=== block 1 ===
Figure 1. Placed cells, one color a class (block 1).
Drawn at 2 px/µm. Fill, decap, tap and diode cells in gray.
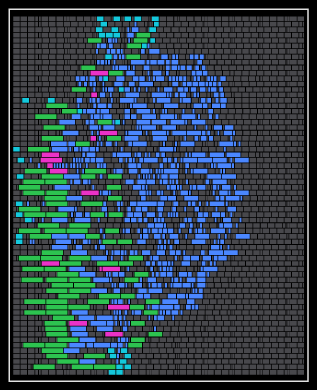

<file path="config.mk">
export PLATFORM = sky130hd
export DESIGN_NAME = rpn_stack_ctrl
export DESIGN_NICKNAME = d
export VERILOG_FILES = /design/src/rtl/rpn_stack_ctrl.sv
export SDC_FILE = /design/constraint.sdc
export NUM_CORES = 1
export LEC_CHECK = 0
export CAP_MARGIN = 20
export CORE_ASPECT_RATIO = 1.25
export CORE_UTILIZATION = 31
export DETAILED_ROUTE_END_ITERATION = 7
export REMOVE_ABC_BUFFERS = 1
export SLEW_MARGIN = 10
export SYNTH_ARGS = -nofsm -noshare
export SYNTH_HDL_FRONTEND = slang
export SYNTH_SLANG_ARGS = --single-unit
</file>
<file path="constraint.sdc">
create_clock -name clock -period 13.5 [get_ports clock]
set_clock_uncertainty 0.05 [all_clocks]
set_input_delay 2.7 -clock clock [delete_from_list [all_inputs] [get_ports clock]]
set_output_delay 2.7 -clock clock [all_outputs]
set_load 0.03 [all_outputs]
</file>
<file path="src/rtl/rpn_stack_ctrl.sv">
// rpn_stack_ctrl: operand-stack controller for the RPN calculator.
// Accepts single-cycle push/pop/operator pulses, keeps a register-file stack
// and runs operators through an IDLE -> FETCH -> EXEC -> WB sequence with a
// signed W-bit ALU. Presents the signed top-of-stack plus LED status flags.
//
// Optional build macro: RPN_SAT_EN -- when defined, overflowing operator
// results are clamped to the signed W-bit range instead of wrapping.
//
// Ports:
//   clock, reset         system clock, synchronous active-high reset
//   data_in[W]           signed value to push
//   push_pulse           push command (highest priority)
//   pop_pulse            pop command
//   op_pulse, op_sel[2]  operator command: 00 add, 01 sub, 10 mul, 11 negate
//   top[W]               signed top-of-stack, 0 when empty
//   top_valid            stack non-empty
//   depth[clog2(DEPTH)+1] current entry count
//   busy                 operator in progress
//   empty, full          stack occupancy flags
//   err                  last accepted command failed (under/overflow)
//   ovf                  last operator result out of signed W-bit range
module rpn_stack_ctrl #(
   parameter int unsigned DEPTH = 8,
   parameter int unsigned W     = 8
) (
   input  logic                      clock,
   input  logic                      reset,
   input  logic signed [W-1:0]       data_in,
   input  logic                      push_pulse,
   input  logic                      pop_pulse,
   input  logic                      op_pulse,
   input  logic [1:0]                op_sel,
   output logic signed [W-1:0]       top,
   output logic                      top_valid,
   output logic [$clog2(DEPTH):0]    depth,
   output logic                      busy,
   output logic                      empty,
   output logic                      full,
   output logic                      err,
   output logic                      ovf
);

   localparam int unsigned AW = $clog2(DEPTH);
   localparam int unsigned DW = AW + 1;
   localparam int unsigned PW = 2 * W;

   localparam logic [1:0] OP_ADD = 2'b00;
   localparam logic [1:0] OP_SUB = 2'b01;
   localparam logic [1:0] OP_MUL = 2'b10;
   localparam logic [1:0] OP_NEG = 2'b11;

   localparam logic signed [W-1:0] SMAX = {1'b0, {(W-1){1'b1}}};
   localparam logic signed [W-1:0] SMIN = {1'b1, {(W-1){1'b0}}};

   typedef enum logic [1:0] {S_IDLE, S_FETCH, S_EXEC, S_WB} state_t;

   state_t                r_state;
   state_t                w_state_nxt;
   logic [DW-1:0]         r_depth;
   logic signed [W-1:0]   r_mem [DEPTH];
   logic [1:0]            r_op;
   logic signed [W-1:0]   r_a;
   logic signed [W-1:0]   r_b;
   logic signed [W-1:0]   r_res;
   logic                  r_err;
   logic                  r_ovf;

   logic                  w_empty;
   logic                  w_full;
   logic [AW-1:0]         w_top_idx;
   logic [AW-1:0]         w_sec_idx;
   logic                  w_push_ok;
   logic                  w_pop_ok;
   logic                  w_op_ok;
   logic                  w_cmd_fail;
   logic                  w_depth_ok;

   logic signed [PW-1:0]  w_a_ext;
   logic signed [PW-1:0]  w_b_ext;
   logic signed [PW-1:0]  w_wide;
   logic signed [W-1:0]   w_wrap;
   logic                  w_ovf;
   logic signed [W-1:0]   w_res;

   logic                  w_wr_en;
   logic [AW-1:0]         w_wr_idx;
   logic signed [W-1:0]   w_wr_data;

   assign w_empty   = (r_depth == '0);
   assign w_full    = (r_depth == DW'(DEPTH));
   assign w_top_idx = AW'(r_depth - DW'(1));
   assign w_sec_idx = AW'(r_depth - DW'(2));

   // Command decode in IDLE (push > pop > op) and operator sequencing.
   always_comb begin
      w_state_nxt = r_state;
      w_push_ok   = 1'b0;
      w_pop_ok    = 1'b0;
      w_op_ok     = 1'b0;
      w_cmd_fail  = 1'b0;
      w_depth_ok  = (op_sel == OP_NEG) ? (r_depth >= DW'(1)) : (r_depth >= DW'(2));
      case (r_state)
         S_IDLE: begin
            if (push_pulse) begin
               if (w_full) w_cmd_fail = 1'b1;
               else        w_push_ok  = 1'b1;
            end else if (pop_pulse) begin
               if (w_empty) w_cmd_fail = 1'b1;
               else         w_pop_ok   = 1'b1;
            end else if (op_pulse) begin
               if (w_depth_ok) begin
                  w_op_ok     = 1'b1;
                  w_state_nxt = S_FETCH;
               end else begin
                  w_cmd_fail  = 1'b1;
               end
            end
         end
         S_FETCH: w_state_nxt = S_EXEC;
         S_EXEC:  w_state_nxt = S_WB;
         default: w_state_nxt = S_IDLE;
      endcase
   end

   // ALU: every operation is exact in 2W bits, so range check is a sign-extension compare.
   always_comb begin
      w_a_ext = {{W{r_a[W-1]}}, r_a};
      w_b_ext = {{W{r_b[W-1]}}, r_b};
      case (r_op)
         OP_ADD:  w_wide = w_a_ext + w_b_ext;
         OP_SUB:  w_wide = w_a_ext - w_b_ext;
         OP_MUL:  w_wide = w_a_ext * w_b_ext;
         default: w_wide = -w_b_ext;
      endcase
      w_wrap = w_wide[W-1:0];
      w_ovf  = (w_wide != {{W{w_wrap[W-1]}}, w_wrap});
`ifdef RPN_SAT_EN
      if (w_ovf) w_res = w_wide[PW-1] ? SMIN : SMAX;
      else       w_res = w_wrap;
`else
      w_res = w_wrap;
`endif
   end

   // Single stack write port: push in IDLE or operator writeback in WB.
   always_comb begin
      w_wr_en   = 1'b0;
      w_wr_idx  = '0;
      w_wr_data = '0;
      if (w_push_ok) begin
         w_wr_en   = 1'b1;
         w_wr_idx  = AW'(r_depth);
         w_wr_data = data_in;
      end else if (r_state == S_WB) begin
         w_wr_en   = 1'b1;
         w_wr_idx  = (r_op == OP_NEG) ? w_top_idx : w_sec_idx;
         w_wr_data = r_res;
      end
   end

   // Stack storage; reset only blocks the write so no partial writeback occurs.
   always_ff @(posedge clock) begin
      if (!reset && w_wr_en) r_mem[w_wr_idx] <= w_wr_data;
   end

   // State, depth, operand/result registers and status flags.
   always_ff @(posedge clock) begin
      if (reset) begin
         r_state <= S_IDLE;
         r_depth <= '0;
         r_op    <= OP_ADD;
         r_a     <= '0;
         r_b     <= '0;
         r_res   <= '0;
         r_err   <= 1'b0;
         r_ovf   <= 1'b0;
      end else begin
         r_state <= w_state_nxt;
         if (w_push_ok) begin
            r_depth <= r_depth + DW'(1);
            r_err   <= 1'b0;
            r_ovf   <= 1'b0;
         end else if (w_pop_ok) begin
            r_depth <= r_depth - DW'(1);
            r_err   <= 1'b0;
            r_ovf   <= 1'b0;
         end else if (w_op_ok) begin
            r_op    <= op_sel;
            r_err   <= 1'b0;
            r_ovf   <= 1'b0;
         end else if (w_cmd_fail) begin
            r_err   <= 1'b1;
         end
         case (r_state)
            S_FETCH: begin
               r_b <= r_mem[w_top_idx];
               r_a <= r_mem[w_sec_idx];
            end
            S_EXEC: begin
               r_res <= w_res;
               r_ovf <= w_ovf;
            end
            S_WB: begin
               if (r_op != OP_NEG) r_depth <= r_depth - DW'(1);
            end
            default: ;
         endcase
      end
   end

   assign top       = w_empty ? '0 : r_mem[w_top_idx];
   assign top_valid = ~w_empty;
   assign depth     = r_depth;
   assign busy      = (r_state != S_IDLE);
   assign empty     = w_empty;
   assign full      = w_full;
   assign err       = r_err;
   assign ovf       = r_ovf;

endmodule

</file>
=== block 2 ===
**src/rtl/sky130_ef_ip__xtal_osc_ctrl_pkg.sv**
```systemverilog
// Shared types and default constants for the crystal oscillator controller.
package sky130_ef_ip__xtal_osc_ctrl_pkg;

   typedef enum logic [2:0] {
      StOff     = 3'd0,
      StStartup = 3'd1,
      StMeasure = 3'd2,
      StRun     = 3'd3,
      StStandby = 3'd4,
      StFail    = 3'd5
   } osc_state_e;

   localparam int unsigned SettleCycDefault = 1024;
   localparam int unsigned WinCycDefault    = 256;
   localparam int unsigned MinEdgesDefault  = 72;
   localparam int unsigned MaxEdgesDefault  = 92;
   localparam int unsigned RetryMaxDefault  = 3;

   function automatic logic [7:0] sat_inc(input logic [7:0] v, input logic inc);
      return (inc && (v != 8'hff)) ? v + 8'd1 : v;
   endfunction

endpackage

```
**src/rtl/sky130_ef_ip__xtal_osc_ctrl_if.sv**
```systemverilog
// Control/status bundle between software, the oscillator pins and the controller.
interface sky130_ef_ip__xtal_osc_ctrl_if;

   logic       en_req;
   logic       stby_req;
   logic       xtal_dout;
   logic       xtal_ena;
   logic       xtal_stdby;
   logic       clk_good;
   logic       fail;
   logic [2:0] state;
   logic [7:0] last_count;

   modport master (
      output en_req, stby_req, xtal_dout,
      input  xtal_ena, xtal_stdby, clk_good, fail, state, last_count
   );

   modport slave (
      input  en_req, stby_req, xtal_dout,
      output xtal_ena, xtal_stdby, clk_good, fail, state, last_count
   );

endinterface

```
**src/rtl/sky130_ef_ip__xtal_osc_ctrl_fmeter.sv**
```systemverilog
// Frequency meter: synchronises xtal_dout, counts rising edges per window and
// emits a registered window-done pulse with the final (saturated) count.
module sky130_ef_ip__xtal_osc_ctrl_fmeter
   import sky130_ef_ip__xtal_osc_ctrl_pkg::*;
#(
   parameter int unsigned WIN_CYC = WinCycDefault
) (
   input  logic       clk,
   input  logic       rst_n,
   input  logic       run_i,
   input  logic       xtal_dout_i,
   output logic       done_o,
   output logic [7:0] count_o
);

   localparam int unsigned WinW = (WIN_CYC > 1) ? $clog2(WIN_CYC) : 1;

   // [0],[1] synchroniser, [2] previous synchronised value for edge detect
   logic [2:0]      sync_q;
   logic [WinW-1:0] win_q, win_d;
   logic [7:0]      edges_q, edges_d;
   logic [7:0]      count_q, count_d;
   logic            done_q;
   logic            rise;
   logic            win_end;

   assign rise    = sync_q[1] & ~sync_q[2];
   assign win_end = run_i && (win_q == WinW'(WIN_CYC - 1));

   always_comb begin
      win_d   = '0;
      edges_d = '0;
      count_d = count_q;
      if (run_i) begin
         win_d   = win_end ? '0 : win_q + 1'b1;
         edges_d = win_end ? '0 : sat_inc(edges_q, rise);
      end
      if (win_end) count_d = sat_inc(edges_q, rise);
   end

   always_ff @(posedge clk or negedge rst_n) begin
      if (!rst_n) begin
         sync_q  <= '0;
         win_q   <= '0;
         edges_q <= '0;
         count_q <= '0;
         done_q  <= 1'b0;
      end else begin
         sync_q  <= {sync_q[1:0], xtal_dout_i};
         win_q   <= win_d;
         edges_q <= edges_d;
         count_q <= count_d;
         done_q  <= win_end;
      end
   end

   assign done_o  = done_q;
   assign count_o = count_q;

endmodule

```
**src/rtl/sky130_ef_ip__xtal_osc_ctrl.sv**
```systemverilog
// Crystal oscillator controller: sequences enable/standby, checks frequency
// each window and reports clock-good or failure.
module sky130_ef_ip__xtal_osc_ctrl
   import sky130_ef_ip__xtal_osc_ctrl_pkg::*;
#(
   parameter int unsigned SETTLE_CYC = SettleCycDefault,
   parameter int unsigned WIN_CYC    = WinCycDefault,
   parameter int unsigned MIN_EDGES  = MinEdgesDefault,
   parameter int unsigned MAX_EDGES  = MaxEdgesDefault,
   parameter int unsigned RETRY_MAX  = RetryMaxDefault
) (
   input logic                         clk,
   input logic                         rst_n,
   sky130_ef_ip__xtal_osc_ctrl_if.slave osc
);

   localparam int unsigned SetW   = (SETTLE_CYC > 1) ? $clog2(SETTLE_CYC) : 1;
   localparam int unsigned RetryW = (RETRY_MAX > 0) ? $clog2(RETRY_MAX + 1) : 1;

   osc_state_e        state_q, state_d;
   logic [SetW-1:0]   settle_q, settle_d;
   logic [RetryW-1:0] retry_q, retry_d;
   logic              ena_q, stdby_q, good_q, fail_q;
   logic [7:0]        last_q;
   logic              run;
   logic              win_done;
   logic [7:0]        win_count;
   logic              in_range;

   assign run      = (state_q == StMeasure) || (state_q == StRun);
   assign in_range = (win_count >= 8'(MIN_EDGES)) && (win_count <= 8'(MAX_EDGES));

   sky130_ef_ip__xtal_osc_ctrl_fmeter #(
      .WIN_CYC (WIN_CYC)
   ) u_fmeter (
      .clk         (clk),
      .rst_n       (rst_n),
      .run_i       (run),
      .xtal_dout_i (osc.xtal_dout),
      .done_o      (win_done),
      .count_o     (win_count)
   );

   always_comb begin
      state_d  = state_q;
      settle_d = '0;
      retry_d  = retry_q;
      case (state_q)
         StOff: begin
            if (osc.en_req) begin
               state_d = StStartup;
               retry_d = '0;
            end
         end
         StStartup: begin
            settle_d = settle_q + 1'b1;
            if (settle_q == SetW'(SETTLE_CYC - 1)) begin
               state_d  = StMeasure;
               settle_d = '0;
            end
         end
         StMeasure: begin
            if (win_done) begin
               if (in_range) begin
                  state_d = StRun;
               end else if (retry_q < RetryW'(RETRY_MAX)) begin
                  state_d = StStartup;
                  retry_d = retry_q + 1'b1;
               end else begin
                  state_d = StFail;
               end
            end
         end
         StRun: begin
            if (win_done && !in_range) state_d = StFail;
            else if (osc.stby_req)     state_d = StStandby;
         end
         StStandby: begin
            if (!osc.stby_req) begin
               state_d = StStartup;
               retry_d = '0;
            end
         end
         StFail:  state_d = StFail;
         default: state_d = StOff;
      endcase
      // Dropping the enable wins over every other transition.
      if (!osc.en_req) state_d = StOff;
   end

   always_ff @(posedge clk or negedge rst_n) begin
      if (!rst_n) begin
         state_q  <= StOff;
         settle_q <= '0;
         retry_q  <= '0;
         ena_q    <= 1'b0;
         stdby_q  <= 1'b0;
         good_q   <= 1'b0;
         fail_q   <= 1'b0;
         last_q   <= '0;
      end else begin
         state_q  <= state_d;
         settle_q <= settle_d;
         retry_q  <= retry_d;
         ena_q    <= state_d inside {StStartup, StMeasure, StRun, StStandby};
         stdby_q  <= (state_d == StStandby);
         good_q   <= (state_d == StRun);
         fail_q   <= (state_d == StFail);
         if (win_done) last_q <= win_count;
      end
   end

   assign osc.xtal_ena   = ena_q;
   assign osc.xtal_stdby = stdby_q;
   assign osc.clk_good   = good_q;
   assign osc.fail       = fail_q;
   assign osc.state      = state_q;
   assign osc.last_count = last_q;

endmodule

```
**src/flat_wrapper.sv**
```systemverilog
// flat-port wrapper written by rule: the top's interface ports become plain ports
module sky130_ef_ip__xtal_osc_ctrl_flat import sky130_ef_ip__xtal_osc_ctrl_pkg::*;
#(
   parameter int unsigned SETTLE_CYC = SettleCycDefault,
   parameter int unsigned WIN_CYC    = WinCycDefault,
   parameter int unsigned MIN_EDGES  = MinEdgesDefault,
   parameter int unsigned MAX_EDGES  = MaxEdgesDefault,
   parameter int unsigned RETRY_MAX  = RetryMaxDefault
)
  (clk, rst_n, osc_en_req, osc_stby_req, osc_xtal_dout, osc_xtal_ena, osc_xtal_stdby, osc_clk_good, osc_fail, osc_state, osc_last_count);
  sky130_ef_ip__xtal_osc_ctrl_if osc_i ();
  input logic clk;
  input logic rst_n;
  input wire logic [$bits(osc_i.en_req)-1:0] osc_en_req;
  input wire logic [$bits(osc_i.stby_req)-1:0] osc_stby_req;
  input wire logic [$bits(osc_i.xtal_dout)-1:0] osc_xtal_dout;
  output wire logic [$bits(osc_i.xtal_ena)-1:0] osc_xtal_ena;
  output wire logic [$bits(osc_i.xtal_stdby)-1:0] osc_xtal_stdby;
  output wire logic [$bits(osc_i.clk_good)-1:0] osc_clk_good;
  output wire logic [$bits(osc_i.fail)-1:0] osc_fail;
  output wire logic [$bits(osc_i.state)-1:0] osc_state;
  output wire logic [$bits(osc_i.last_count)-1:0] osc_last_count;
  assign osc_i.en_req = osc_en_req;
  assign osc_i.stby_req = osc_stby_req;
  assign osc_i.xtal_dout = osc_xtal_dout;
  assign osc_xtal_ena = osc_i.xtal_ena;
  assign osc_xtal_stdby = osc_i.xtal_stdby;
  assign osc_clk_good = osc_i.clk_good;
  assign osc_fail = osc_i.fail;
  assign osc_state = osc_i.state;
  assign osc_last_count = osc_i.last_count;
  sky130_ef_ip__xtal_osc_ctrl #(.SETTLE_CYC(SETTLE_CYC), .WIN_CYC(WIN_CYC), .MIN_EDGES(MIN_EDGES), .MAX_EDGES(MAX_EDGES), .RETRY_MAX(RETRY_MAX)) u_core (.clk(clk), .rst_n(rst_n), .osc(osc_i));
endmodule
```
**config.mk**
```make
export PLATFORM = sky130hd
export DESIGN_NAME = sky130_ef_ip__xtal_osc_ctrl_flat
export DESIGN_NICKNAME = d
export VERILOG_FILES = /design/src/rtl/sky130_ef_ip__xtal_osc_ctrl_pkg.sv /design/src/rtl/sky130_ef_ip__xtal_osc_ctrl_if.sv /design/src/rtl/sky130_ef_ip__xtal_osc_ctrl_fmeter.sv /design/src/rtl/sky130_ef_ip__xtal_osc_ctrl.sv /design/src/flat_wrapper.sv
export SDC_FILE = /design/constraint.sdc
export NUM_CORES = 1
export LEC_CHECK = 0
export ABC_AREA = 1
export CORE_MARGIN = 2
export CORE_UTILIZATION = 30
export CTS_CLUSTER_DIAMETER = 50
export DETAILED_ROUTE_END_ITERATION = 7
export SLEW_MARGIN = 20
export SYNTH_ARGS = -nofsm -noshare
export SYNTH_HDL_FRONTEND = slang
export SYNTH_HIERARCHICAL = 1
export SYNTH_SLANG_ARGS = --single-unit
```
**constraint.sdc**
```tcl
create_clock -name clk -period 3.4 [get_ports clk]
set_input_delay 0.85 -clock clk [delete_from_list [all_inputs] [get_ports clk]]
set_output_delay 0.85 -clock clk [all_outputs]
set_load 0.02 [all_outputs]
```
=== block 3 ===
[config.mk]
export PLATFORM = sky130hd
export DESIGN_NAME = uart_tx_serializer
export DESIGN_NICKNAME = d
export VERILOG_FILES = /design/src/rtl/uart_pkg.sv /design/src/rtl/uart_tx_serializer.sv
export SDC_FILE = /design/constraint.sdc
export NUM_CORES = 1
export LEC_CHECK = 0
export ABC_AREA = 1
export CORE_MARGIN = 2
export CORE_UTILIZATION = 55
export DETAILED_ROUTE_END_ITERATION = 12
export PLACE_DENSITY = 0.88
export SETUP_SLACK_MARGIN = 0.4
export SYNTH_ARGS = -nofsm -noshare
export SYNTH_HDL_FRONTEND = slang
export SYNTH_SLANG_ARGS = --single-unit
[constraint.sdc]
create_clock -name clk30M -period 2.8 [get_ports clk30M]
set_input_delay 0.7 -clock clk30M [delete_from_list [all_inputs] [get_ports clk30M]]
set_output_delay 0.7 -clock clk30M [all_outputs]
set_load 0.1 [all_outputs]
[src/rtl/uart_pkg.sv]
// -----------------------------------------------------------------------------
// uart_pkg
// Shared definitions for the UART transmit path.
//   - FSM state encodings and the enumerated state type
//   - parity mode constants (none / even / odd)
//   - clock and baud constants (30 MHz system clock, /3125 for 9600 baud)
//   - parity_bit(): parity helper for frames of up to 8 data bits
// -----------------------------------------------------------------------------
package uart_pkg;

  // State encodings
  localparam logic [2:0] ST_IDLE   = 3'd0;
  localparam logic [2:0] ST_SYNC   = 3'd1;
  localparam logic [2:0] ST_START  = 3'd2;
  localparam logic [2:0] ST_DATA   = 3'd3;
  localparam logic [2:0] ST_PARITY = 3'd4;
  localparam logic [2:0] ST_STOP   = 3'd5;

  typedef enum logic [2:0] {
    S_IDLE   = ST_IDLE,
    S_SYNC   = ST_SYNC,
    S_START  = ST_START,
    S_DATA   = ST_DATA,
    S_PARITY = ST_PARITY,
    S_STOP   = ST_STOP
  } uart_state_e;

  // Parity modes
  localparam int unsigned PARITY_NONE = 32'd0;
  localparam int unsigned PARITY_EVEN = 32'd1;
  localparam int unsigned PARITY_ODD  = 32'd2;

  // Clocking: 30_000_000 / 3125 = 9600 baud
  localparam int unsigned CLK_HZ        = 32'd30_000_000;
  localparam int unsigned BAUD_DIV_9600 = 32'd3125;

  // Parity bit for a data word zero-extended to 8 bits. Zero padding does not
  // change the XOR reduction, so narrower frames can share this helper.
  function automatic logic parity_bit(input logic [7:0] data, input int unsigned mode);
    logic red;
    red = ^data;
    case (mode)
      PARITY_EVEN: return red;
      PARITY_ODD:  return ~red;
      default:     return 1'b0;
    endcase
  endfunction

endpackage

[src/rtl/uart_tx_serializer.sv]
// -----------------------------------------------------------------------------
// uart_tx_serializer
// UART transmit serializer driven by an external one-cycle baud pulse.
// Accepts a word over valid/ready and shifts it out as
//   start(0), data LSB first, optional parity, STOP_BITS stop(1).
// The baud divider lives outside this block; only its tick is consumed here.
//
// Parameters
//   DATA_BITS  data bits per frame (5..8)
//   PARITY     PARITY_NONE / PARITY_EVEN / PARITY_ODD
//   STOP_BITS  stop bits per frame (1..2)
// Ports
//   clk30M     in   system clock, rising edge
//   rst        in   synchronous active-high reset
//   baud_tick  in   one-cycle pulse per bit period
//   tx_data    in   word to send, sampled on handshake only
//   tx_valid   in   tx_data is valid
//   tx_ready   out  high only while idle; transfer on tx_valid && tx_ready
//   tx         out  registered serial line, idle high
//   tx_busy    out  high from the cycle after acceptance until back to idle
// -----------------------------------------------------------------------------
module uart_tx_serializer
  import uart_pkg::*;
#(
  parameter int unsigned DATA_BITS = 8,
  parameter int unsigned PARITY    = PARITY_NONE,
  parameter int unsigned STOP_BITS = 1
) (
  input  logic                 clk30M,
  input  logic                 rst,
  input  logic                 baud_tick,
  input  logic [DATA_BITS-1:0] tx_data,
  input  logic                 tx_valid,
  output logic                 tx_ready,
  output logic                 tx,
  output logic                 tx_busy
);

  localparam int unsigned      CNT_W     = $clog2(DATA_BITS);
  localparam logic [CNT_W-1:0] LAST_BIT  = CNT_W'(DATA_BITS - 1);
  localparam logic             LAST_STOP = 1'(STOP_BITS - 1);

  uart_state_e          state_q, state_d;
  logic [DATA_BITS-1:0] shift_q, shift_d;
  logic [CNT_W-1:0]     bit_cnt_q, bit_cnt_d;
  logic                 stop_cnt_q, stop_cnt_d;
  logic                 parity_q, parity_d;
  logic                 tx_q, tx_d;
  logic                 tx_ready_q;
  logic                 tx_busy_q;

  // Next-state, datapath and next tx value. tx_d is the line level for the
  // state being entered, so the registered tx follows each tick by one cycle.
  always_comb begin
    state_d    = state_q;
    shift_d    = shift_q;
    bit_cnt_d  = bit_cnt_q;
    stop_cnt_d = stop_cnt_q;
    parity_d   = parity_q;
    tx_d       = 1'b1;

    case (state_q)
      S_IDLE: begin
        tx_d = 1'b1;
        // baud_tick is deliberately ignored here: a tick in the acceptance
        // cycle must not start the frame early.
        if (tx_valid && tx_ready_q) begin
          state_d    = S_SYNC;
          shift_d    = tx_data;
          parity_d   = parity_bit(8'(tx_data), PARITY);
          bit_cnt_d  = '0;
          stop_cnt_d = 1'b0;
        end else begin
          state_d = S_IDLE;
        end
      end

      S_SYNC: begin
        // Align the start bit to the baud grid.
        if (baud_tick) begin
          state_d = S_START;
          tx_d    = 1'b0;
        end else begin
          tx_d = 1'b1;
        end
      end

      S_START: begin
        if (baud_tick) begin
          state_d = S_DATA;
          tx_d    = shift_q[0];
        end else begin
          tx_d = 1'b0;
        end
      end

      S_DATA: begin
        if (baud_tick) begin
          if (bit_cnt_q == LAST_BIT) begin
            if (PARITY != PARITY_NONE) begin
              state_d = S_PARITY;
              tx_d    = parity_q;
            end else begin
              state_d    = S_STOP;
              stop_cnt_d = 1'b0;
              tx_d       = 1'b1;
            end
          end else begin
            bit_cnt_d = bit_cnt_q + {{(CNT_W-1){1'b0}}, 1'b1};
            shift_d   = {1'b0, shift_q[DATA_BITS-1:1]};
            tx_d      = shift_q[1];
          end
        end else begin
          tx_d = shift_q[0];
        end
      end

      S_PARITY: begin
        if (baud_tick) begin
          state_d    = S_STOP;
          stop_cnt_d = 1'b0;
          tx_d       = 1'b1;
        end else begin
          tx_d = parity_q;
        end
      end

      S_STOP: begin
        tx_d = 1'b1;
        if (baud_tick) begin
          if (stop_cnt_q == LAST_STOP) begin
            state_d = S_IDLE;
          end else begin
            stop_cnt_d = 1'b1;
          end
        end else begin
          state_d = S_STOP;
        end
      end

      default: begin
        state_d = S_IDLE;
        tx_d    = 1'b1;
      end
    endcase
  end

  // State, datapath and output registers with synchronous reset.
  always_ff @(posedge clk30M) begin
    if (rst) begin
      state_q    <= S_IDLE;
      shift_q    <= '0;
      bit_cnt_q  <= '0;
      stop_cnt_q <= 1'b0;
      parity_q   <= 1'b0;
      tx_q       <= 1'b1;
      tx_ready_q <= 1'b1;
      tx_busy_q  <= 1'b0;
    end else begin
      state_q    <= state_d;
      shift_q    <= shift_d;
      bit_cnt_q  <= bit_cnt_d;
      stop_cnt_q <= stop_cnt_d;
      parity_q   <= parity_d;
      tx_q       <= tx_d;
      // Ready/busy are registered from the next state so they track the
      // state register exactly and stay complementary.
      tx_ready_q <= (state_d == S_IDLE);
      tx_busy_q  <= (state_d != S_IDLE);
    end
  end

  assign tx       = tx_q;
  assign tx_ready = tx_ready_q;
  assign tx_busy  = tx_busy_q;

endmodule

=== block 4 ===
===== src/rtl/rx_symbol_aligner.sv =====
// Per-lane 8b/10b receive symbol aligner: finds K28.5 at any of 10 bit offsets,
// acquires symbol lock, emits aligned symbols and drops lock on repeated errors.
//
// state       | meaning
// S_UNALIGNED | searching all offsets for a comma
// S_CHECK     | candidate offset held, counting same-offset commas
// S_LOCKED    | offset frozen, symbols emitted, errors counted
module rx_symbol_aligner #(
  parameter int LOCK_COMMAS = 2,
  parameter int ERR_THRESH  = 4,
  parameter int GOOD_WINDOW = 16
) (
  input  logic       clk_i,
  input  logic       rst_i,
  input  logic [9:0] raw_word_i,
  input  logic       raw_valid_i,
  input  logic       code_err_i,
  output logic [9:0] aligned_symbol_o,
  output logic       aligned_valid_o,
  output logic       is_comma_o,
  output logic       symbol_lock_o,
  output logic [3:0] align_offset_o,
  output logic       lock_lost_o
);

  localparam logic [9:0] K_RDN  = 10'h17C;
  localparam logic [9:0] K_RDP  = 10'h283;
  localparam logic [3:0] LOCK_N = 4'(LOCK_COMMAS);
  localparam logic [3:0] ERR_N  = 4'(ERR_THRESH);
  localparam logic [7:0] GOOD_N = 8'(GOOD_WINDOW);

  typedef enum logic [1:0] {S_UNALIGNED, S_CHECK, S_LOCKED} state_t;

  state_t     r_state;
  logic [9:0] r_prev;
  logic       r_prev_seen;
  logic [3:0] r_offset;
  logic [3:0] r_cnt;
  logic [3:0] r_err_cnt;
  logic [7:0] r_good_cnt;
  logic [9:0] r_symbol;
  logic       r_valid;
  logic       r_comma;
  logic       r_lost;

  logic [19:0] w_win;
  logic [9:0]  w_cand [10];
  logic [9:0]  w_match;
  logic        w_any;
  logic [3:0]  w_lowest;
  logic        w_at_cur;
  logic [3:0]  w_new_offset;
  logic [9:0]  w_sym;
  logic        w_sym_comma;
  logic        w_err;
  logic        w_err_hit;
  logic        w_cnt_hit;
  logic        w_good_hit;
  logic        w_go_locked;

  assign w_win = {raw_word_i, r_prev};

  always_comb begin
    for (int k = 0; k < 10; k++) begin
      w_cand[k]  = w_win[k +: 10];
      w_match[k] = (w_cand[k] == K_RDN) || (w_cand[k] == K_RDP);
    end
  end

  assign w_any = |w_match;

  // Scan downwards so the lowest matching offset is the one that sticks.
  always_comb begin
    w_lowest = 4'd0;
    for (int k = 9; k >= 0; k--) begin
      if (w_match[k]) w_lowest = 4'(k);
    end
  end

  always_comb begin
    w_at_cur = 1'b0;
    for (int k = 0; k < 10; k++) begin
      if (r_offset == 4'(k)) w_at_cur = w_match[k];
    end
  end

  always_comb begin
    w_new_offset = r_offset;
    if (w_any && (r_state == S_UNALIGNED || (r_state == S_CHECK && !w_at_cur)))
      w_new_offset = w_lowest;
  end

  always_comb begin
    w_sym = 10'd0;
    for (int k = 0; k < 10; k++) begin
      if (w_new_offset == 4'(k)) w_sym = w_cand[k];
    end
  end

  assign w_sym_comma = (w_sym == K_RDN) || (w_sym == K_RDP);
  assign w_err       = code_err_i || (w_any && !w_at_cur);
  assign w_err_hit   = (4'(r_err_cnt + 4'd1) == ERR_N);
  assign w_cnt_hit   = (4'(r_cnt + 4'd1) == LOCK_N);
  assign w_good_hit  = (8'(r_good_cnt + 8'd1) == GOOD_N);

  always_comb begin
    w_go_locked = 1'b0;
    case (r_state)
      S_UNALIGNED: w_go_locked = w_any && (LOCK_COMMAS == 1);
      S_CHECK:     w_go_locked = w_at_cur && w_cnt_hit;
      S_LOCKED:    w_go_locked = !(w_err && w_err_hit);
      default:     w_go_locked = 1'b0;
    endcase
  end

  always_ff @(posedge clk_i or posedge rst_i) begin
    if (rst_i) begin
      r_state     <= S_UNALIGNED;
      r_prev      <= 10'd0;
      r_prev_seen <= 1'b0;
      r_offset    <= 4'd0;
      r_cnt       <= 4'd0;
      r_err_cnt   <= 4'd0;
      r_good_cnt  <= 8'd0;
      r_symbol    <= 10'd0;
      r_valid     <= 1'b0;
      r_comma     <= 1'b0;
      r_lost      <= 1'b0;
    end else begin
      r_valid <= 1'b0;
      r_comma <= 1'b0;
      r_lost  <= 1'b0;
      if (raw_valid_i) begin
        r_prev      <= raw_word_i;
        r_prev_seen <= 1'b1;
        if (r_prev_seen) begin
          r_symbol <= w_sym;
          r_valid  <= w_go_locked;
          r_comma  <= w_go_locked && w_sym_comma;
          r_offset <= w_new_offset;
          case (r_state)
            S_UNALIGNED: begin
              if (w_any) begin
                r_cnt   <= 4'd1;
                r_state <= (LOCK_COMMAS == 1) ? S_LOCKED : S_CHECK;
              end
            end
            S_CHECK: begin
              if (w_at_cur) begin
                r_cnt <= 4'(r_cnt + 4'd1);
                if (w_cnt_hit) begin
                  r_state    <= S_LOCKED;
                  r_err_cnt  <= 4'd0;
                  r_good_cnt <= 8'd0;
                end
              end else if (w_any) begin
                r_cnt <= 4'd1;
              end
            end
            S_LOCKED: begin
              if (w_err) begin
                if (w_err_hit) begin
                  r_state    <= S_UNALIGNED;
                  r_lost     <= 1'b1;
                  r_cnt      <= 4'd0;
                  r_err_cnt  <= 4'd0;
                  r_good_cnt <= 8'd0;
                end else begin
                  r_err_cnt  <= 4'(r_err_cnt + 4'd1);
                  r_good_cnt <= 8'd0;
                end
              end else if (w_good_hit) begin
                r_err_cnt  <= 4'd0;
                r_good_cnt <= 8'd0;
              end else begin
                r_good_cnt <= 8'(r_good_cnt + 8'd1);
              end
            end
            default: r_state <= S_UNALIGNED;
          endcase
        end
      end
    end
  end

  assign aligned_symbol_o = r_symbol;
  assign aligned_valid_o  = r_valid;
  assign is_comma_o       = r_comma;
  assign symbol_lock_o    = (r_state == S_LOCKED);
  assign align_offset_o   = r_offset;
  assign lock_lost_o      = r_lost;

endmodule


===== config.mk =====
export PLATFORM = sky130hd
export DESIGN_NAME = rx_symbol_aligner
export DESIGN_NICKNAME = d
export VERILOG_FILES = /design/src/rtl/rx_symbol_aligner.sv
export SDC_FILE = /design/constraint.sdc
export NUM_CORES = 1
export LEC_CHECK = 0
export CELL_PAD_IN_SITES_DETAIL_PLACEMENT = 1
export CELL_PAD_IN_SITES_GLOBAL_PLACEMENT = 2
export CORE_MARGIN = 1
export CORE_UTILIZATION = 36
export CTS_BUF_LIST = sky130_fd_sc_hd__clkbuf_16
export DETAILED_ROUTE_END_ITERATION = 7
export GPL_ROUTABILITY_DRIVEN = 0
export PLACE_DENSITY_LB_ADDON = 0.1
export SLEW_MARGIN = 20
export SYNTH_ARGS = -nofsm -noshare
export SYNTH_HDL_FRONTEND = slang
export SYNTH_SLANG_ARGS = --single-unit

===== constraint.sdc =====
create_clock -name clk_i -period 4.7 [get_ports clk_i]
set_clock_uncertainty 0.1 [all_clocks]
set_input_delay 0.705 -clock clk_i [delete_from_list [all_inputs] [get_ports clk_i]]
set_output_delay 0.705 -clock clk_i [all_outputs]
set_load 0.005 [all_outputs]


==> gallery <==
Placed cells, one color a class.
picture 1
Drawn at 4 px/µm. Fill, decap, tap and diode cells in gray.
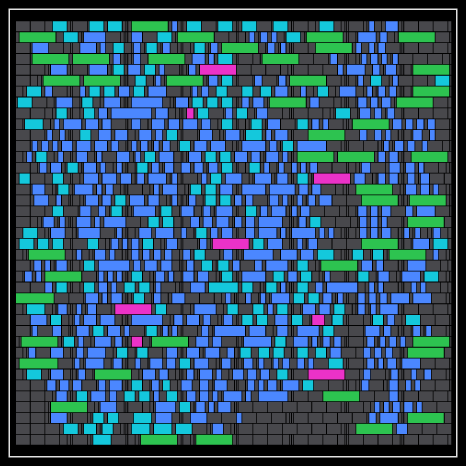
picture 2
Drawn at 10 px/µm. Fill, decap, tap and diode cells in gray.
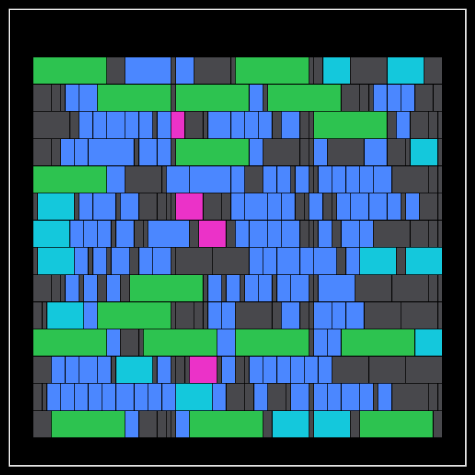
picture 3
Drawn at 4 px/µm. Fill, decap, tap and diode cells in gray.
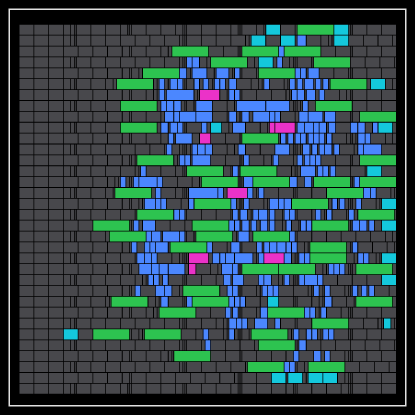
| picture | from |
|---|---|
| picture 3 | block 2 |
| picture 1 | block 4 |
| picture 2 | block 3 |
- smallest die: picture 2

Figure 2. Floorplan with the power grid (block 3).
Drawn at 10 px/µm. Pins as bars on the die edge. Tap cells in gray.
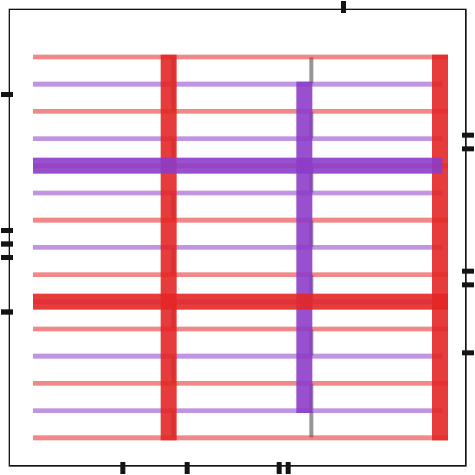
legend:
  VDD:
    color: purple
  VSS:
    color: red
met4 straps: 3
rows: 14
signal pins: 15
met1 rails: 15
core area: 1560 µm²
Peak VDD IR: 0.404 mV
die y size: 45.5 µm
Die Width: 45.5 µm

Figure 3. Clock distribution (block 3).
Drawn at 8 px/µm.
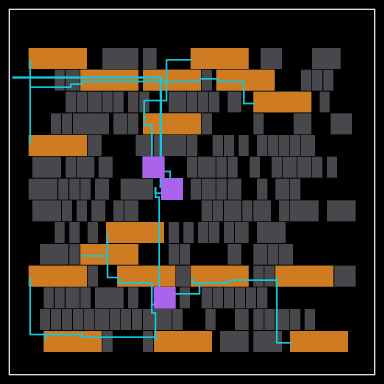
legend:
  flip-flops:
    color: orange
    count: 17
  clock drivers:
    color: purple
    count: 3
  clock wires:
    color: cyan
    length: 193 µm
routed clock nets: 4
flops lie: widely spread
clock power share: 20.4%
later-pin clock latency in the skew report: 0.28 ns
clock skew: 0.00511 ns

==> GITHUB_STEP_SUMMARY, block 3 <==
### Metrics collected by this job

| Metric | Value |
|---|---|
| Post-Route WL | `around 1.8 mm` |
| Inverters | `19` |
| # H-tree levels | `1` |
| Share of layout cells above drive strength 1 | `under 10%` |
| Sw frac | `36.3%` |
| RD Place Congestion | `about 0.87` |
| Outcome | `finished clean` |
| Detail Route met2 WL | `~820 µm` |
| Combinational share of cell area | `45.7%` |
| Area of the die | `2070 µm²` |
| Synthesized flop and latch total | `17` |
| Area Growth Syn to Fin | `14.8%` |
| Register share after synthesis | `about 36%` |
| Met3 routed WL | `71 µm` |
| Critical path depth | `9` |
| Diode count | `0` |
| Crit path capture | `shift_q[6]$_SDFFE_PP0P_` |
| Adder-Cell Fraction of Synth Area | `2.64%` |
| Clock-cell share | `roughly 2.4%` |
| Simple-Gate Area Share | `approximately 41%` |
| CTS tree | `done` |
| Final setup vio count | `0` |
| Critical setup path kind | `in2reg` |
| M2 GR Usage | `34.4%` |
| Final Max Slew Viols | `0` |
| Mi-comb count | `approximately 110` |
| XOR Share, Synth | `0%` |
| Tap Count | `16` |
| Comb area leader | `simple AND/OR/NAND/NOR gates` |
| Final net count | `around 180` |
| Maximum fanout along the worst path | `15` |
| Post-CTS setup buffer count | `0` |
| DRC | `0` |
| Wire length on met1 | `908 µm` |
| Required time worst endpoint | `around 3.0 ns` |
| Worst setup SP type | `input pin` |
[block 3: power by group through the flow]
stage	sequential, mW	clock [mW]	combinational [mW]
floorplan	0.342	0	0.117
global placement	0.298	0	0.195
detailed placement	0.298	0	0.200
CTS	0.293	0.132	0.201
global route	0.296	0.140	0.228
finish	0.293	0.127	0.200
[block 3: flip-flops by register name (all words and copies together) (netlist names)]
signal / count
shift_q: 8
state_q: 3
tx: 1
tx_ready: 1
bit_cnt_q: 3
tx_busy: 1
Figure 4. Clock distribution (block 4).
Drawn at 3 px/µm.
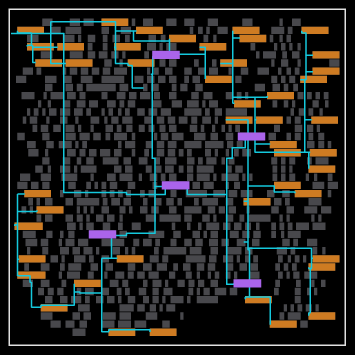
legend:
  clock drivers:
    color: purple
    count: 5
  clock wires:
    color: cyan
    length: 861 µm
  flip-flops:
    color: orange
    count: 46
routed clock nets: 6
later-pin clock latency in the skew report: 0.31 ns
Clk. pwr: 0.374 mW
clock power share: 14.3%

Figure 5. Floorplan with the power grid (block 4).
Drawn at 4 px/µm. Pins as bars on the die edge. Tap cells in gray.
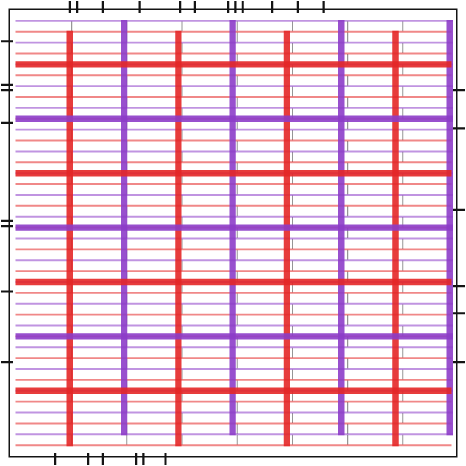
legend:
  VDD:
    color: purple
  VSS:
    color: red
met1 rails: 40
rows: 39
met5 straps: 7
signal pins: 32
Peak VDD IR: 0.258 mV
core area: 11600 µm²
die y size: 112 µm
Die Width: 112 µm

==> GITHUB_STEP_SUMMARY, block 4 <==
### Metrics collected by this job

| Metric | Value |
|---|---|
| Diode count | `0` |
| Cell Count, Final, Fillers Out | `a little over 800` |
| Final net count | `around 700` |
| Combinational share of cell area | `a little over half` |
| Max-area cell share | `26.7%` |
| Post-synthesis cell area | `4320 µm²` |
| Logic pwr share | `approximately 63%` |
| Register share after synthesis | `about a quarter` |
| Logic area | `around 3200 µm²` |
| Crit-path max cell delay | `0.57 ns` |
| Num sequential | `around 46` |
| Cell breakdown of the critical path | `dlygate4sd2_1, nand4b_1, or4_1, o22a_1, nand3_1, a32o_2, buf_4, o21ai_2, a21oi_1, buf_4, o32ai_2, buf_4, a21oi_1, o21ai_0, a31o_2, or3_4, a2111oi_4, mux2_4` |
| Worst setup SP type | `input pin` |
| Worst r2r src | `r_prev[9]$_DFFE_PP0P_` |
| Placement Setup Slack | `-0.472 ns` |
| Flop-to-flop setup slack | `about 0.2 ns` |
| Reg area | `1150 µm²` |
| CTS Hold Buffers Added | `0` |
| Fmax | `about 0.22 GHz` |
| Share of layout cells above drive strength 1 | `a little under a third` |
| Initial antenna violation count | `0` |
| Sink Count | `around 46` |
| Critical setup path kind | `in2reg` |
| Cell family with most CP delay | `AND-OR/OR-AND gates` |
| Grt ovf | `0` |
| CP arrival | `approximately 4.8 ns` |
| CLK BUF | `5` |
| Crit path capture | `is_comma_o$_DFF_PP0_` |
| R2R Path End | `is_comma_o$_DFF_PP0_` |
| Most area-hungry cell type in the Yosys netlist | `dfrtp_1` |
| GRT Total Usage | `28.2%` |
| Outcome | `finished with violations` |
| EDFF count, synth | `0` |
| Synthesized flop and latch total | `roughly 46` |
| Logic power comb | `roughly 1.7 mW` |
| Hold path startpoint | `aligned_symbol_o[6]$_DFFE_PP0P_` |
| Tap Count | `between 100 and 150` |
| Fin area | `about 6000 µm²` |
| Static leakage | `2.60 nW` |
| DRC | `2` |
| Dominant flop cell | `dfrtp_1` |
| Pwr top | `combinational cells` |
| Clock tree buffer depth | `2` |
| Area of the die | `between 10000 and 15000 µm²` |
| Failing checks | `design-rule violations` |
| Adder-Cell Fraction of Synth Area | `between 2 and 3%` |
-- block 4: cell families after synthesis --
group,Yosys count
compound gates,186
xor+xnor,1
fa+ha+maj,10
buf+inv,50
flops,46
mux,20
simple gates,237
-- block 4: per-layer routing --
metal  up-vias  share of wire, %  routed length, µm  track usage [%]
met2       177                50               8940             48.7
met1      2503                43               7790             35.9
met3        36               4.9                887             3.65
li1       2319                 -                  -                -
met4         0               2.4                433             10.5
met5         -                 0                  0                0
-- block 4: repair_timing --
item	in CTS	in global routing
pin swaps	1	19
cloned	1	1
setup buffers	3	13
gates resized	4	57
setup endpoints to repair	1	3
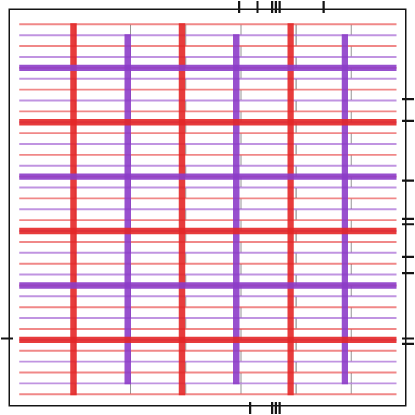
Figure 6: block 2, floorplan with the power grid.
Drawn at 4 px/µm. Pins as bars on the die edge. Tap cells in gray.
legend:
  VDD:
    color: purple
  VSS:
    color: red
met1 rails: 35
rows: 34
tap cells: 108
Die Width: 98.8 µm
core area: 8720 µm²

==> GITHUB_STEP_SUMMARY, block 2 <==
### Metrics collected by this job

| Metric | Value |
|---|---|
| Cell family with most CP delay | `buffers and inverters` |
| Post-synthesis cell area | `2700 µm²` |
| Clock tree buffer depth | `2` |
| Area Growth Syn to Fin | `14.3%` |
| Final Util | `roughly a third` |
| P per Cell Area | `between 300 and 400 nW/µm²` |
| Worst setup SP type | `register` |
| Period utilization | `a little under three quarters` |
| Fill count | `slightly below 900` |
| Top-Level Pins | `20` |
| Final Max Slew Viols | `0` |
| Share of layout cells above drive strength 1 | `12.1%` |
| # H-tree levels | `2` |
| DRC | `0` |
| Largest register FFs | `10` |
| CTS tree | `done` |
| Maximum fanout along the worst path | `10` |
| First-pass GRT wire length | `roughly 9.3 mm` |
| RD Place Congestion | `roughly 0.82` |
| Hold WC Path Type | `reg2reg` |
| CTS buffer count | `5` |
| Count of port buffers added during placement | `19` |
| Flop-to-flop setup slack | `between 1.5 and 2 ns` |
| Top logic cell by instance count in the layout | `nand2_1` |
| Area of the die | `9760 µm²` |
| HPWL after DPL | `approximately 3.8 mm` |
| Mapped Cells | `between 300 and 400` |
| CP bufs+invs | `1` |
| Max_slew headroom | `54.3%` |
| Required time worst endpoint | `between 2 and 3 ns` |
| Fin area | `about 3100 µm²` |
| Critical setup path kind | `reg2out` |
| Overall Power | `between 1 and 1.5 mW` |
| Sw frac | `approximately a quarter` |
| Fmax | `~0.41 GHz` |
| Crit path from | `u_core/osc.state[2]$_DFF_PN0_` |
| Antenna-violating nets left | `0` |
| Most frequent cells in the layout | `nand2_1, dfrtp_1, nor2_1, inv_1, nand3_1` |
| Seq pwr share | `61.4%` |
| GRT Total Usage | `11.7%` |
| Crit end category | `output pin` |
| Final net count | `about 350` |
| Hold path startpoint | `u_core/u_fmeter/sync_q[0]$_DFF_PN0_` |
| Crit path capture | `osc_state[2]` |
| Crit path time final | `between 2 and 2.5 ns` |
| WL/cell | `11.5 µm` |
| Clock power share | `33.2%` |
| Synth Area per Inst | `approximately 8.5 µm²` |
| 1st-iter DRT viols | `87` |
| Final hold viol count | `0` |
| Initial antenna violation count | `0` |
| Post-CTS setup buffer count | `0` |
| Syn_nets | `about 330` |
| Worst R2R Path Depth | `4` |
| Final setup vio count | `0` |
| Outcome | `finished clean` |
| Diode count | `0` |
| Later-pin clock latency in the skew report | `~0.31 ns` |
| R2R Path End | `u_core/u_fmeter/win_q[7]$_DFF_PN0_` |
| Root Buffer | `clkbuf_8` |
block 2: layer usage:
metal | vias to the layer above | global-route usage (%) | wire (µm)
met1 | 970 | 15.6 | 2500
met5 | - | 0 | 0
met4 | 0 | 4.53 | 69
met3 | 6 | 2.98 | 124
li1 | 1052 | - | -
met2 | 25 | 18.2 | 2460
block 2: layout make-up:
type,count,area share (%)
Sequential cell,55,44.7
Multi-Input combinational cell,218,37.1
Clock buffer,6,2.36
Clock inverter,2,0.406
Inverter,37,4.51
Tap cell,108,4.39
Timing Repair Buffer,21,6.50
Figure 7. Track usage over the die (block 1).
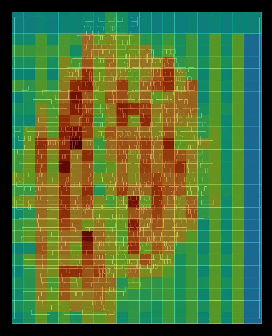
M3 GR Usage: 1.26%
GRT Total Usage: 15.7%
WL/cell: 17.5 µm

Figure 8. Wiring by layer (block 1).
Drawn at 2 px/µm.
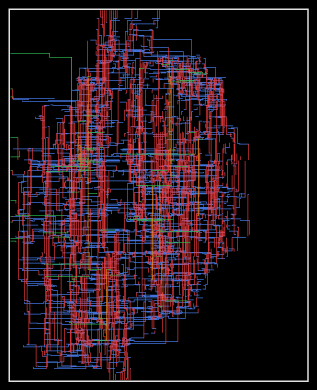
legend:
  metal 3:
    color: green
    wire_length: 522 µm
  metal 1:
    color: blue
    wire_length: 8360 µm
  metal 2:
    color: red
    wire_length: 11000 µm
  metal 4:
    color: orange
    wire_length: 609 µm
via count: 6013
Post-Route WL: 20.5 mm

Notes on Figure 1 above:
legend:
  remaining buffers and delay cells:
    color: cyan
    cells: 39
  clock drivers and dummy loads:
    color: magenta
    cells: 15
  combinational and other logic:
    color: blue
    cells: 678
  sequential cells:
    color: green
    cells: 98
Core Rows: 66
core area: 26200 µm²
fin area: 9270 µm²
flop share of the area: 28.1%

==> GITHUB_STEP_SUMMARY, block 1 <==
### Metrics collected by this job

| Metric | Value |
|---|---|
| Outcome | `finished clean` |
| Final setup vio count | `0` |
| Count of port buffers added during placement | `32` |
| Met1 usage | `between 10% and 20%` |
| Cell breakdown of the critical path | `buf_4, inv_1, ha_1, mux4_2, mux2i_1, nor2_1, clkdlybuf4s50_1` |
| Critical setup path kind | `reg2out` |
| Via density | `5.14` |
| Max-area cell share | `between 20% and 30%` |
| Logic pwr share | `60.8%` |
| Hold WC Path Type | `reg2reg` |
| CTS Hold Buffers Added | `0` |
| Worst r2r src | `r_b[2]$_SDFFE_PP0P_` |
| Worst hold path depth | `2` |
| Initial antenna violation count | `0` |
| Mi-comb count | `580` |
| Final Util | `around 35%` |
| Peak VDD IR | `0.144 mV` |
| Share of layout cells above drive strength 1 | `a little under a tenth` |
| # H-tree levels | `3` |
| Detail Route met2 WL | `approximately 11 mm` |
| CLK BUF | `9` |
| Later-pin clock latency in the skew report | `between 0.3 and 0.4 ns` |
| RD Place Congestion | `approximately 0.85` |
block 1: placed cells by master, fill, tap and decap left out, types with 12 or more instances in the layout:
cell type / netlist / final
a211oi_1: 13 / 13
a21oi_1: 32 / 32
and2_1: 21 / 21
clkdlybuf4s50_1: 0 / 32
dfxtp_1: 34 / 33
edfxtp_1: 64 / 64
fa_1: 57 / 57
ha_1: 59 / 59
inv_1: 96 / 96
mux2i_1: 20 / 20
mux4_2: 33 / 33
nand2_1: 77 / 77
nand2b_1: 12 / 12
nand3_1: 15 / 15
nor2_1: 82 / 82
o21ai_0: 18 / 18
xnor2_1: 16 / 16


==> screenshots <==
Wiring by layer.
image #1
Drawn at 4 px/µm.
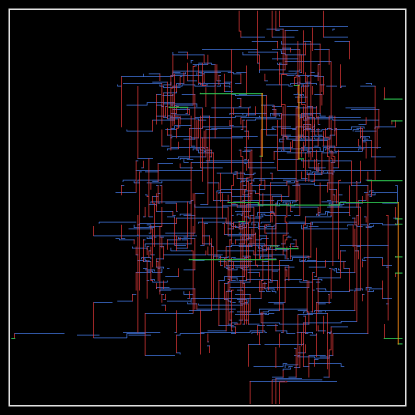
image #2
Drawn at 4 px/µm.
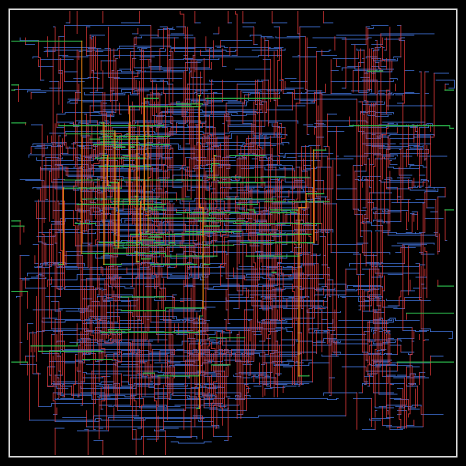
image #3
Drawn at 10 px/µm.
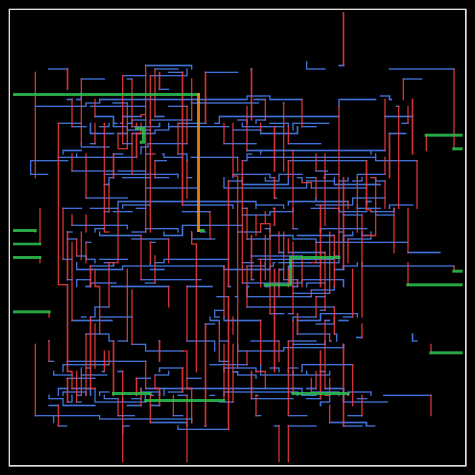
| picture | from |
|---|---|
| image #3 | block 3 |
| image #2 | block 4 |
| image #1 | block 2 |


## Gallery

Track usage over the die.
Plate I
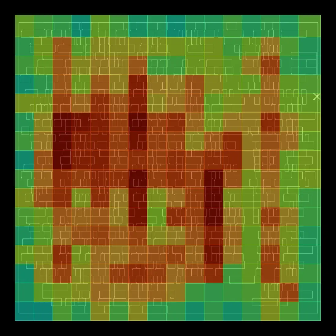
Plate II
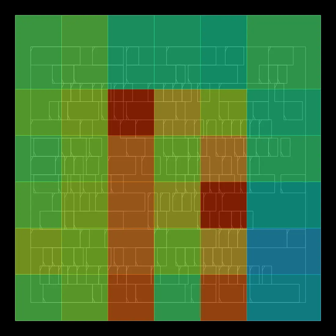
Plate III
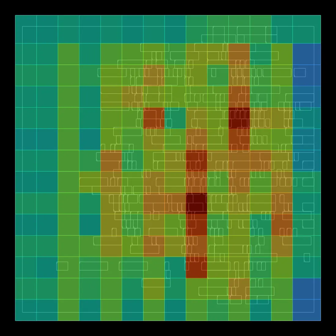
Plate III is block 2.
Plate II is block 3.
Plate I is block 4.
Of these, lowest track usage: Plate III

Power is estimated from default activity; no workload was simulated.
